######## design 1 ########
**Design 1: met3 routing**

Bar = 20 um.
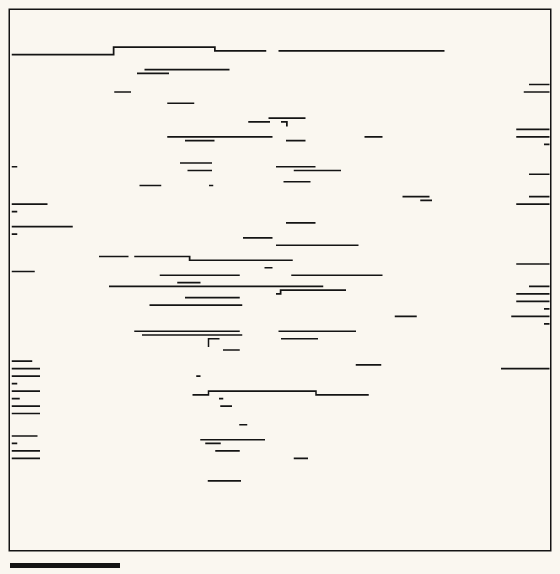

[config.mk]
export PLATFORM = sky130hd
export DESIGN_NAME = gated_edge_counter
export DESIGN_NICKNAME = d
export VERILOG_FILES = /design/src/rtl/gated_edge_counter_pkg.sv /design/src/rtl/gated_edge_counter_sync_edge_detect.sv /design/src/rtl/gated_edge_counter.sv
export SDC_FILE = /design/constraint.sdc
export NUM_CORES = 1
export LEC_CHECK = 0
export CAP_MARGIN = 20
export CORE_MARGIN = 3
export CORE_UTILIZATION = 55
export DETAILED_ROUTE_END_ITERATION = 7
export HOLD_SLACK_MARGIN = 0.15
export PLACE_DENSITY = 0.82
export SETUP_SLACK_MARGIN = 0.4
export SLEW_MARGIN = 20
export SYNTH_ARGS = -nofsm -noshare
export SYNTH_HDL_FRONTEND = slang
export SYNTH_SLANG_ARGS = --single-unit
[constraint.sdc]
create_clock -name i_clk -period 8.75 [get_ports i_clk]
set_input_delay 2.1875 -clock i_clk [delete_from_list [all_inputs] [get_ports i_clk]]
set_output_delay 2.1875 -clock i_clk [all_outputs]
set_load 0.05 [all_outputs]
[src/rtl/gated_edge_counter_pkg.sv]
// rtl/gated_edge_counter_pkg.sv - shared state encoding for the gated edge counter
package gated_edge_counter_pkg;

   typedef enum logic [1:0] {
      ST_IDLE    = 2'd0,
      ST_ARM     = 2'd1,
      ST_MEASURE = 2'd2
   } state_t;

endpackage

[src/rtl/gated_edge_counter_sync_edge_detect.sv]
// rtl/gated_edge_counter_sync_edge_detect.sv - 2-flop synchroniser with rising-edge pulse
module gated_edge_counter_sync_edge_detect (
   input  logic i_clk,
   input  logic i_rst,
   input  logic i_async,
   output logic o_rise
);

   logic r_s1;
   logic r_s2;
   logic r_s2_d;

   always_ff @(posedge i_clk) begin
      if (i_rst) begin
         r_s1   <= 1'b0;
         r_s2   <= 1'b0;
         r_s2_d <= 1'b0;
      end else begin
         r_s1   <= i_async;
         r_s2   <= r_s1;
         r_s2_d <= r_s2;
      end
   end

   assign o_rise = r_s2 & ~r_s2_d;

endmodule

[src/rtl/gated_edge_counter.sv]
// rtl/gated_edge_counter.sv - counts sig_in rising edges over a window of gate strobes
module gated_edge_counter
   import gated_edge_counter_pkg::*;
#(
   parameter int COUNT_WIDTH = 24,
   parameter int GATE_WIDTH  = 16
) (
   input  logic                   i_clk,
   input  logic                   i_rst,
   input  logic                   i_enable,
   input  logic                   i_gate_pulse,
   input  logic [GATE_WIDTH-1:0]  i_gate_len,
   input  logic                   i_sig_in,
   output logic [COUNT_WIDTH-1:0] o_count,
   output logic                   o_count_valid,
   output logic                   o_overflow,
   output logic                   o_busy
);

   state_t                 r_state;
   state_t                 w_next;
   logic                   w_edge;
   logic [COUNT_WIDTH-1:0] r_acc;
   logic                   r_sat;
   logic [GATE_WIDTH-1:0]  r_gcnt;
   logic [GATE_WIDTH-1:0]  r_len;
   logic [COUNT_WIDTH-1:0] r_count;
   logic                   r_overflow;
   logic                   r_count_valid;
   logic [COUNT_WIDTH:0]   w_sum;
   logic                   w_carry;
   logic [COUNT_WIDTH-1:0] w_acc_next;
   logic [GATE_WIDTH-1:0]  w_len_eff;
   logic                   w_close;
   logic                   w_start;

   gated_edge_counter_sync_edge_detect u_sync (
      .i_clk   (i_clk),
      .i_rst   (i_rst),
      .i_async (i_sig_in),
      .o_rise  (w_edge)
   );

   // A carry out of the accumulator means an edge could not be counted.
   assign w_sum      = {1'b0, r_acc} + {{COUNT_WIDTH{1'b0}}, w_edge};
   assign w_carry    = w_sum[COUNT_WIDTH];
   assign w_acc_next = w_carry ? {COUNT_WIDTH{1'b1}} : w_sum[COUNT_WIDTH-1:0];
   assign w_len_eff  = (i_gate_len == '0) ? GATE_WIDTH'(1) : i_gate_len;

   assign w_close = (r_state == ST_MEASURE) && i_gate_pulse
                    && (r_gcnt == r_len - GATE_WIDTH'(1));
   assign w_start = i_enable && ((r_state == ST_ARM && i_gate_pulse) || w_close);

   always_ff @(posedge i_clk) begin
      if (i_rst) begin
         r_state <= ST_IDLE;
      end else begin
         r_state <= w_next;
      end
   end

   always_comb begin
      w_next = r_state;
      case (r_state)
         ST_IDLE:    if (i_enable) w_next = ST_ARM;
         ST_ARM: begin
            if (!i_enable)        w_next = ST_IDLE;
            else if (i_gate_pulse) w_next = ST_MEASURE;
         end
         ST_MEASURE: if (!i_enable) w_next = ST_IDLE;
         default:    w_next = ST_IDLE;
      endcase
   end

   always_comb begin
      o_busy = (r_state != ST_IDLE);
   end

   // The closing strobe doubles as the next window's arming strobe when enabled.
   always_ff @(posedge i_clk) begin
      if (i_rst) begin
         r_acc         <= '0;
         r_sat         <= 1'b0;
         r_gcnt        <= '0;
         r_len         <= '0;
         r_count       <= '0;
         r_overflow    <= 1'b0;
         r_count_valid <= 1'b0;
      end else begin
         r_count_valid <= 1'b0;
         if (w_close) begin
            r_count       <= w_acc_next;
            r_overflow    <= r_sat | w_carry;
            r_count_valid <= 1'b1;
         end
         if (w_start) begin
            r_acc  <= '0;
            r_sat  <= 1'b0;
            r_gcnt <= '0;
            r_len  <= w_len_eff;
         end else if (r_state == ST_MEASURE) begin
            r_acc <= w_acc_next;
            r_sat <= r_sat | w_carry;
            if (i_gate_pulse) r_gcnt <= r_gcnt + GATE_WIDTH'(1);
         end
      end
   end

   assign o_count       = r_count;
   assign o_overflow    = r_overflow;
   assign o_count_valid = r_count_valid;

endmodule

######## design 2 ########
File: src/rtl/kgp_seq_adder.sv
// kgp_seq_adder: multi-cycle WIDTH-bit add/sub built on a KGP prefix carry
// network, resolving one log-step prefix round per clock.
// Ports: clk, rst (sync, active-high); in_valid/in_ready + a, b, sub operand
// side; out_valid/out_ready + sum, cout, overflow, carries result side.
module kgp_seq_adder #(
  parameter  int WIDTH  = 64,
  localparam int ROUNDS = $clog2(WIDTH)
) (
  input  logic             clk,
  input  logic             rst,
  input  logic             in_valid,
  output logic             in_ready,
  input  logic [WIDTH-1:0] a,
  input  logic [WIDTH-1:0] b,
  input  logic             sub,
  output logic             out_valid,
  input  logic             out_ready,
  output logic [WIDTH-1:0] sum,
  output logic             cout,
  output logic             overflow,
  output logic [WIDTH-1:0] carries
);

  localparam int RW = (ROUNDS > 1) ? $clog2(ROUNDS) : 1;
  localparam logic [RW-1:0] RLAST = RW'(ROUNDS - 1);

  typedef enum logic [2:0] {
    IDLE,
    ENC,
    PREFIX,
    SUM,
    DONE
  } state_t;

  state_t state_q, state_d;

  logic [WIDTH-1:0]      a_q, b_q;
  logic                  cin_q;
  logic [WIDTH-1:0][1:0] code_q;
  logic [WIDTH-1:0][1:0] enc;
  logic [WIDTH-1:0][1:0] rnd [ROUNDS];
  logic [RW-1:0]         r_q;
  logic [WIDTH-1:0]      c;

  logic [WIDTH-1:0] sum_q, car_q;
  logic             cout_q, ovf_q;

  // K (00) and G (11) are the codes with equal bits; they override prev.
  function automatic logic [1:0] combine(
    input logic [1:0] prev,
    input logic [1:0] cur
  );
    return (cur[1] == cur[0]) ? cur : prev;
  endfunction

  // Carry-in is folded into position 0, so no P survives the prefix.
  assign enc[0] = combine({cin_q, cin_q}, {a_q[0], b_q[0]});

  for (genvar i = 1; i < WIDTH; i++) begin : g_enc
    assign enc[i] = {a_q[i], b_q[i]};
  end

  // One candidate result per round; the round counter selects which applies.
  for (genvar k = 0; k < ROUNDS; k++) begin : g_rnd
    for (genvar i = 0; i < WIDTH; i++) begin : g_pos
      if (i >= (1 << k)) begin : g_cmb
        assign rnd[k][i] = combine(code_q[i-(1<<k)], code_q[i]);
      end else begin : g_pass
        assign rnd[k][i] = code_q[i];
      end
    end
  end

  assign c[0] = cin_q;
  for (genvar i = 1; i < WIDTH; i++) begin : g_car
    assign c[i] = code_q[i-1][1];
  end

  always_ff @(posedge clk) begin
    if (rst) begin
      state_q <= IDLE;
    end else begin
      state_q <= state_d;
    end
  end

  always_comb begin
    state_d = state_q;
    unique case (state_q)
      IDLE:    if (in_valid) state_d = ENC;
      ENC:     state_d = PREFIX;
      PREFIX:  if (r_q == RLAST) state_d = SUM;
      SUM:     state_d = DONE;
      DONE:    if (out_ready) state_d = IDLE;
      default: state_d = IDLE;
    endcase
  end

  always_ff @(posedge clk) begin
    if (rst) begin
      a_q    <= '0;
      b_q    <= '0;
      cin_q  <= 1'b0;
      code_q <= '0;
      r_q    <= '0;
      sum_q  <= '0;
      car_q  <= '0;
      cout_q <= 1'b0;
      ovf_q  <= 1'b0;
    end else begin
      unique case (state_q)
        IDLE: begin
          if (in_valid) begin
            a_q   <= a;
            b_q   <= b ^ {WIDTH{sub}};
            cin_q <= sub;
          end
        end
        ENC: begin
          code_q <= enc;
          r_q    <= '0;
        end
        PREFIX: begin
          code_q <= rnd[r_q];
          r_q    <= r_q + 1'b1;
        end
        SUM: begin
          sum_q  <= a_q ^ b_q ^ c;
          car_q  <= c;
          cout_q <= code_q[WIDTH-1][1];
          ovf_q  <= c[WIDTH-1] ^ code_q[WIDTH-1][1];
        end
        default: ;
      endcase
    end
  end

  assign in_ready  = (state_q == IDLE);
  assign out_valid = (state_q == DONE);
  assign sum       = sum_q;
  assign cout      = cout_q;
  assign overflow  = ovf_q;
  assign carries   = car_q;

endmodule

File: config.mk
export PLATFORM = sky130hd
export DESIGN_NAME = kgp_seq_adder
export DESIGN_NICKNAME = d
export VERILOG_FILES = /design/src/rtl/kgp_seq_adder.sv
export SDC_FILE = /design/constraint.sdc
export NUM_CORES = 1
export LEC_CHECK = 0
export ABC_AREA = 1
export CORE_ASPECT_RATIO = 0.9
export CORE_UTILIZATION = 50
export CTS_CLUSTER_DIAMETER = 100
export DETAILED_ROUTE_END_ITERATION = 10
export PLACE_DENSITY = 0.72
export SLEW_MARGIN = 30
export SYNTH_ARGS = -nofsm -noshare
export SYNTH_HDL_FRONTEND = slang
export SYNTH_SLANG_ARGS = --single-unit
File: constraint.sdc
create_clock -name clk -period 2.4 [get_ports clk]
set_input_delay 0.48 -clock clk [delete_from_list [all_inputs] [get_ports clk]]
set_output_delay 0.48 -clock clk [all_outputs]
set_load 0.005 [all_outputs]
######## design 3 ########
### src/rtl/flag_reg_stack_if.sv
// rtl/flag_reg_stack_if.sv - flag register control/status bundle
interface flag_reg_stack_if #(
  parameter int Width = 3,
  parameter int DEPTH = 4
);
  localparam int DW = $clog2(DEPTH + 1);

  logic             write_enable;
  logic [Width-1:0] write_mask;
  logic [Width-1:0] write_data;
  logic             set_carry;
  logic             clear_carry;
  logic             push;
  logic             pop;
  logic [Width-1:0] read_data;
  logic [DW-1:0]    stk_depth;
  logic             stk_full;
  logic             stk_empty;
  logic             stk_err;

  modport master (
    output write_enable, write_mask, write_data, set_carry, clear_carry, push, pop,
    input  read_data, stk_depth, stk_full, stk_empty, stk_err
  );

  modport slave (
    input  write_enable, write_mask, write_data, set_carry, clear_carry, push, pop,
    output read_data, stk_depth, stk_full, stk_empty, stk_err
  );
endinterface

### src/rtl/flag_reg_stack.sv
// rtl/flag_reg_stack.sv - condition-code register with masked writes and save/restore stack
module flag_reg_stack #(
  parameter int Width     = 3,
  parameter int DEPTH     = 4,
  parameter int CARRY_BIT = 2
) (
  input logic                 clk,
  input logic                 reset,
  flag_reg_stack_if.slave     bus
);
  localparam int DW = $clog2(DEPTH + 1);
  localparam int AW = (DEPTH > 1) ? $clog2(DEPTH) : 1;

  logic [Width-1:0] flags;
  logic [Width-1:0] nxt_flags;
  logic [Width-1:0] stack [2**AW];
  logic [DW-1:0]    depth;
  logic [DW-1:0]    depth_m1;
  logic             err;
  logic             full;
  logic             empty;
  logic             push_only;
  logic             pop_only;
  logic             do_push;
  logic             do_pop;
  logic             collide;

  assign full      = (depth == DW'(DEPTH));
  assign empty     = (depth == '0);
  assign push_only = bus.push & ~bus.pop;
  assign pop_only  = bus.pop & ~bus.push;
  assign collide   = bus.push & bus.pop;
  assign do_push   = push_only & ~full;
  assign do_pop    = pop_only & ~empty;
  assign depth_m1  = depth - DW'(1);

  // Steps 1-4; a valid pop replaces the whole result in the register update.
  always_comb begin
    nxt_flags = flags;
    if (bus.write_enable)
      nxt_flags = (flags & ~bus.write_mask) | (bus.write_data & bus.write_mask);
    if (bus.clear_carry)
      nxt_flags[CARRY_BIT] = 1'b0;
    if (bus.set_carry)
      nxt_flags[CARRY_BIT] = 1'b1;
  end

  always_ff @(posedge clk) begin
    if (reset) begin
      flags <= '0;
      depth <= '0;
      err   <= 1'b0;
    end else begin
      flags <= do_pop ? stack[depth_m1[AW-1:0]] : nxt_flags;
      if (do_push)
        depth <= depth + DW'(1);
      else if (do_pop)
        depth <= depth_m1;
      if (collide || (push_only && full) || (pop_only && empty))
        err <= 1'b1;
    end
  end

  // Contents need no reset; only entries below depth are ever read.
  always_ff @(posedge clk) begin
    if (!reset && do_push)
      stack[depth[AW-1:0]] <= flags;
  end

  assign bus.read_data = flags;
  assign bus.stk_depth = depth;
  assign bus.stk_full  = full;
  assign bus.stk_empty = empty;
  assign bus.stk_err   = err;
endmodule

### src/flat_wrapper.sv
// flat-port wrapper written by rule: the top's interface ports become plain ports
module flag_reg_stack_flat 
#(
  parameter int Width     = 3,
  parameter int DEPTH     = 4,
  parameter int CARRY_BIT = 2
)
  (clk, reset, bus_write_enable, bus_write_mask, bus_write_data, bus_set_carry, bus_clear_carry, bus_push, bus_pop, bus_read_data, bus_stk_depth, bus_stk_full, bus_stk_empty, bus_stk_err);
  flag_reg_stack_if #(.Width(Width), .DEPTH(DEPTH)) bus_i ();
  input logic clk;
  input logic reset;
  input wire logic [$bits(bus_i.write_enable)-1:0] bus_write_enable;
  input wire logic [$bits(bus_i.write_mask)-1:0] bus_write_mask;
  input wire logic [$bits(bus_i.write_data)-1:0] bus_write_data;
  input wire logic [$bits(bus_i.set_carry)-1:0] bus_set_carry;
  input wire logic [$bits(bus_i.clear_carry)-1:0] bus_clear_carry;
  input wire logic [$bits(bus_i.push)-1:0] bus_push;
  input wire logic [$bits(bus_i.pop)-1:0] bus_pop;
  output wire logic [$bits(bus_i.read_data)-1:0] bus_read_data;
  output wire logic [$bits(bus_i.stk_depth)-1:0] bus_stk_depth;
  output wire logic [$bits(bus_i.stk_full)-1:0] bus_stk_full;
  output wire logic [$bits(bus_i.stk_empty)-1:0] bus_stk_empty;
  output wire logic [$bits(bus_i.stk_err)-1:0] bus_stk_err;
  assign bus_i.write_enable = bus_write_enable;
  assign bus_i.write_mask = bus_write_mask;
  assign bus_i.write_data = bus_write_data;
  assign bus_i.set_carry = bus_set_carry;
  assign bus_i.clear_carry = bus_clear_carry;
  assign bus_i.push = bus_push;
  assign bus_i.pop = bus_pop;
  assign bus_read_data = bus_i.read_data;
  assign bus_stk_depth = bus_i.stk_depth;
  assign bus_stk_full = bus_i.stk_full;
  assign bus_stk_empty = bus_i.stk_empty;
  assign bus_stk_err = bus_i.stk_err;
  flag_reg_stack #(.Width(Width), .DEPTH(DEPTH), .CARRY_BIT(CARRY_BIT)) u_core (.clk(clk), .reset(reset), .bus(bus_i));
endmodule
### config.mk
export PLATFORM = sky130hd
export DESIGN_NAME = flag_reg_stack_flat
export DESIGN_NICKNAME = d
export VERILOG_FILES = /design/src/rtl/flag_reg_stack_if.sv /design/src/rtl/flag_reg_stack.sv /design/src/flat_wrapper.sv
export SDC_FILE = /design/constraint.sdc
export NUM_CORES = 1
export LEC_CHECK = 0
export CAP_MARGIN = 20
export CORE_MARGIN = 2
export CORE_UTILIZATION = 40
export DETAILED_ROUTE_END_ITERATION = 7
export GPL_ROUTABILITY_DRIVEN = 0
export PLACE_DENSITY_LB_ADDON = 0.25
export SYNTH_ARGS = -nofsm -noshare
export SYNTH_HDL_FRONTEND = slang
export SYNTH_SLANG_ARGS = --single-unit
### constraint.sdc
create_clock -name clk -period 2.7 [get_ports clk]
set_clock_uncertainty 0.05 [all_clocks]
set_input_delay 0.54 -clock clk [delete_from_list [all_inputs] [get_ports clk]]
set_output_delay 0.54 -clock clk [all_outputs]
set_load 0.005 [all_outputs]
**Design 3: local utilization**

10 x 10 tiles, from black (low) to pale yellow (high), 0 to 100% covered.
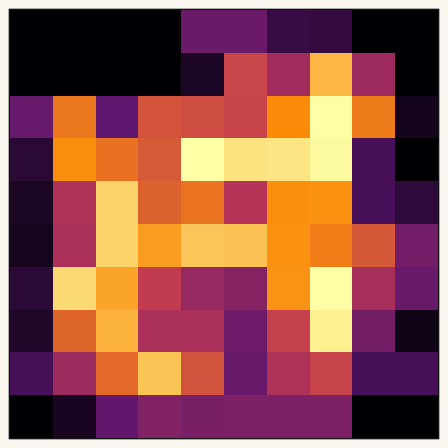
- densest ninth of the die: middle
- emptiest ninth of the die: top left
- mean over tiles: 43%
- tiles over 75% full: 22%

==> reports/results.ini, design 3 <==
[synth]
synthCells = 79
synthTopCellsByArea = edfxtp_1 39%, dfxtp_1 15%, ha_1 8.1%, mux4_1 5.7%, nor2_1 4.1%
aoi_share_pct = 6.92
ys_warn_count = 0
ys_dominant_reg_cell = edfxtp_1
yosys_area_um2 = 922
xor_share_pct = 0.950
synth_area_leader_cell = edfxtp_1

[drt]
drtPass1Iterations = 4
routed_via_density = 4.98

[run]
max_cap_violations = 0

[setup_path]
critical_path_class = flip-flop to primary output
cpLargestDelayFamily = buffers and inverters
cpMaxStageDelayCell = clkdlybuf4s50_1
arrival_ns = 1.69
crit_chain = inv_1 -> ha_1 -> ha_1 -> clkdlybuf4s50_1

[clock_tree]
h-tree-depth = 1

[pwr]
internal-power_w = 0.000485
pg_seq_w = 0.000346
p_leak_nw = 0.442
p_sw_w = 0.000185

[die]
dieArea_um2 = 2710

[final_timing]
layout_min_cycle_time_ns = 2.28

[placed_design]
numPlacedInstances = 128

[run_status]
status = complete, no violations

design 3: routing by layer:
metal,GRT usage (%),routed length (um),share of wire (%),vias to the layer above
li1,-,-,-,334
met5,0,0,0,-
met1,21.1,937,50,306
met4,6.58,13,0.70,0
met2,25.5,834,45,15
met3,2.87,78,4.2,2
design 3: synthesized netlist by cell type (2+ instances only):
master     n
a311oi_1   2
inv_1      4
nand2_1    8
mux4_1     2
nor2b_1    2
dfxtp_1    7
nand3_1    3
a31oi_1    3
ha_1       6
and2_1     4
edfxtp_1  12
nor2_1    10
nor2_2     2
a21oi_1    3
nor3_1     2
design 3: final cells by class:
class | instances | area, um2
Clock buffer | 3 | 22.5
Fill cell | 205 | 996
Clock inverter | 1 | 5.00
Inverter | 4 | 15.0
Sequential cell | 19 | 500
Tap cell | 28 | 35.0
Timing Repair Buffer | 23 | 225
Multi-Input combinational cell | 54 | 392
design 3: per-stage QoR:
step | utilization [%] | area (um2) | worst slack (ns)
floorplan | - | 922 | 0.773
global placement | 53.3 | 1170 | 0.486
detailed placement | 53.3 | 1170 | 0.470
CTS | 54.5 | 1190 | 0.401
global route | 54.5 | 1190 | 0.307
finish | 54.5 | 1190 | 0.424
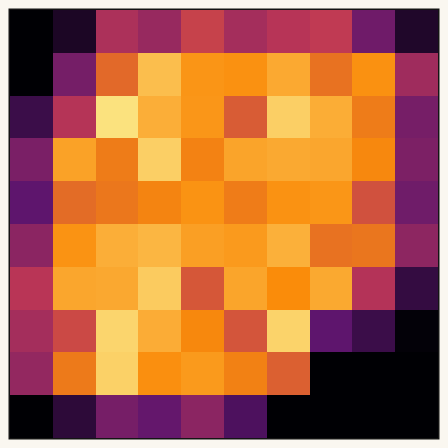
**Above:** design 1 (local utilization).
10 x 10 tiles, from black (low) to pale yellow (high), 0 to 100% covered.
- fullest tile: 94%
- tiles over 75% full: 36%
- nearly empty tiles: 11%
- densest ninth of the die: middle
- emptiest ninth of the die: bottom right

Notes on 'met3 routing' of design 1 above:
- wire length on this layer: 631 um
- share of all routed wire: 5.6%

==> reports/results.ini, design 1 <==
[layout]
clockBufferCount = 10
design_area_um2 = 5350

[pwr]
p_seq_share_pct = 52.8
p_leak_nw = 1.73
power_leader = registers
p_clk_w = 0.000288

[setup_path]
crit_required_ns = 9.00
r2r_end = r_len[0]$_SDFFE_PP0P_
start_kind = input port

[synth]
synthSimpleGateAreaFrac_pct = 24.4
ys_seq_share_pct = 37.7
synth_nets = 562

[clock_tree]
root_buffer = clkbuf_8
cts_buffer_depth = 2

[drt]
drt_iter0_markers = 295

[run_status]
status = complete, no violations

design 1: sequential cells by signal, summed over array words and instances, names as in the netlist, 2 cells and up:
register and flops:
o_count 24, r_acc 24, r_gcnt 16, r_len 16, r_state 2
design 1: stage by stage:
step | setup WS, ns | instances | hold WS (ns)
6_report | 3.95 | 673 | 0.447
3_3_place_gp | 3.64 | 657 | 0.436
5_1_grt | 3.81 | 673 | 0.469
3_5_place_dp | 3.60 | 657 | 0.432
4_1_cts | 3.98 | 673 | 0.451
2_1_floorplan | 4.65 | 537 | 0.414
design 1: cell families (layout without fill, tap and decap cells):
| group | after synthesis | in the layout |
|---|---|---|
| AOI/OAI and AO/OA | 110 | 110 |
| and+or+nand+nor | 219 | 219 |
| adders and majority gates | 4 | 4 |
| DFF | 88 | 88 |
| muxes | 18 | 18 |
| buffers and inverters | 42 | 73 |
| xor gates and xnor gates | 56 | 56 |
design 1: per-layer routing:
layer | vias to the layer above | wire [um] | track usage (%)
met5 | - | 0 | 0
met2 | 140 | 5050 | 35.9
met1 | 1947 | 5420 | 34.7
li1 | 2042 | - | -
met3 | 15 | 631 | 4.21
met4 | 0 | 135 | 5.67
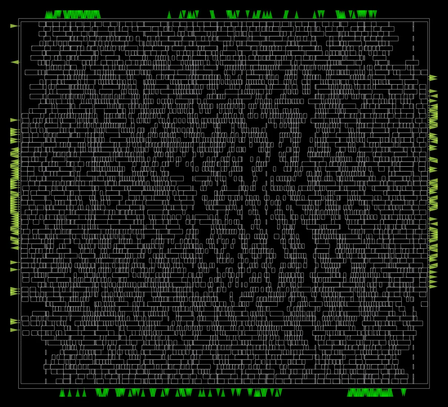
**Above:** design 2 (cell outlines without signal wires).
flop count: 393
Core Footprint: 46,700 um2
tapcells inserted: 616
Seq/total area: 27.8%

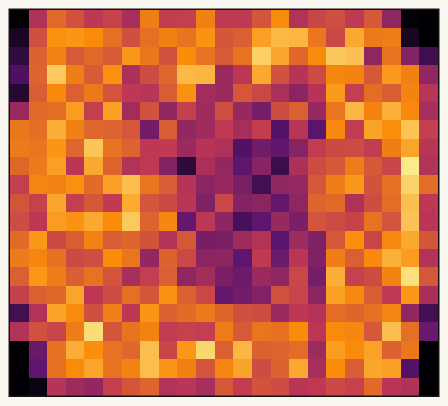
**Above:** design 2 (local utilization).
23 x 21 tiles, from black (low) to pale yellow (high), 0 to 100% covered.
- fullest tile: 96%
- tiles over 75% full: 16%
- densest ninth of the die: left middle
- mean over tiles: 57%
- emptiest ninth of the die: middle
- nearly empty tiles: 2.1%

==> reports/results.ini, design 2 <==
[run_status]
status = complete, no violations

[layout]
nets = 4245
register_area_um2 = 7870
design_area_um2 = 28300
num_antenna_cells = 0

[setup_path]
crit_chain = nor3_4 -> clkdlybuf4s50_1
crit_buf_inv = 1

[synth]
yosys_cells = 3987

[worst_hold_path]
hp-class = input port to flip-flop

[clock_tree]
cts.sink_count = 393

[die]
core_util_floorplan_pct = 50.7

[run]
max_cap_violations = 0

[final_timing]
period_used_pct = 95.4
slew_violations = 0
rsz0062_at_grt = no

[drt]
routed_wl_um = 80100
num_vias = 25600
ant_nets = 0

[placed_design]
numPlacedInstances = 4680

[global_route]
grt_pass1_wl_um = 127000

==> design 2: final timing paths <==
check | start | endpoint | cells after the start
min | rst | code_q[127]$_SDFFE_PP0P_ | 4
max | state_q[1]$_SDFFE_PP0P_ | out_valid | 2
max reg2reg | state_q[0]$_SDFFE_PP0P_ | b_q[43]$_SDFFE_PP0P_ | 8
min reg2reg | b_q[0]$_SDFFE_PP0P_ | b_q[0]$_SDFFE_PP0P_ | 2
==> design 2: state kept, by name, summed over array words and instances, names as in the netlist <==
register  cells
cin_q         1
carries      64
b_q          64
overflow      1
state_q       3
r_q           3
cout          1
sum          64
c            63
code_q       65
a_q          64
==> design 2: where the power goes <==
group	total [W]	switching (W)	internal (W)
logic	0.0104	0.00670	0.00366
clock network	0.00721	0.00284	0.00437
registers	0.00920	0.00152	0.00768
==> design 2: cells by family (layout without fill, tap and decap cells) <==
logic type | count (synthesis) | after routing | share of synthesized area [%]
AOI/OAI and AO/OA | 463 | 463 | 10.1
and+or+nand+nor | 2475 | 2475 | 41.2
xor gates and xnor gates | 201 | 201 | 7.43
DFF | 393 | 393 | 33.2
adders and majority gates | 3 | 3 | 0.158
buffers and inverters | 452 | 608 | 7.88


==> gallery <==
Gate families picked out.
image #1
Bar = 50 um.
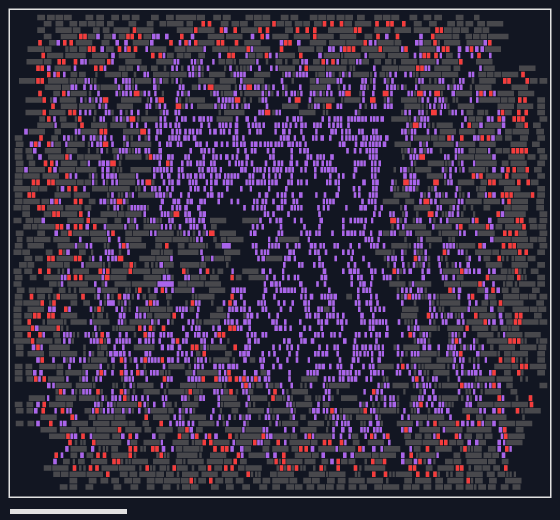
image #2
Bar = 20 um.
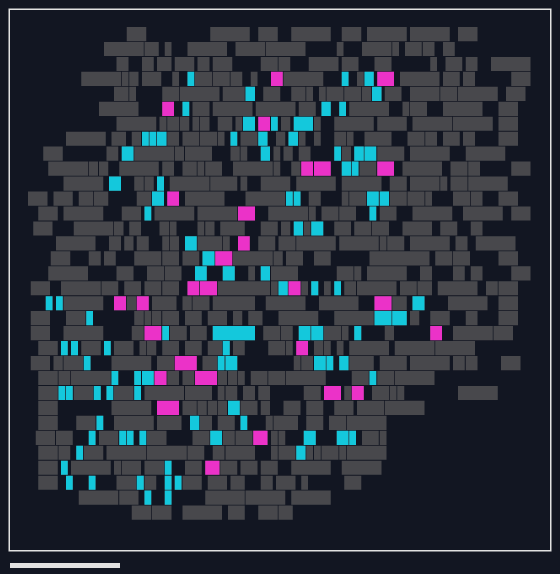
image #3
Bar = 20 um.
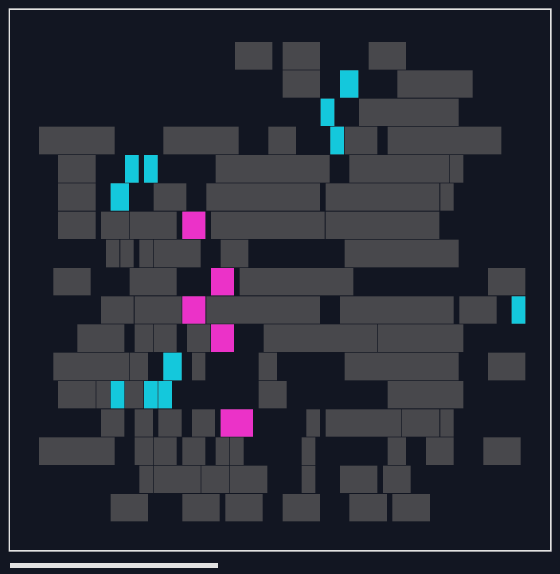
For design 3, see image #3.
For design 2, see image #1.
For design 1, see image #2.

Key to image #2:
- AND and OR gates: magenta (cells 28)
- NAND gates: cyan (cells 96; most used nand2_1)

Power figures rest on the tool's default switching activity, not on a simulated workload.
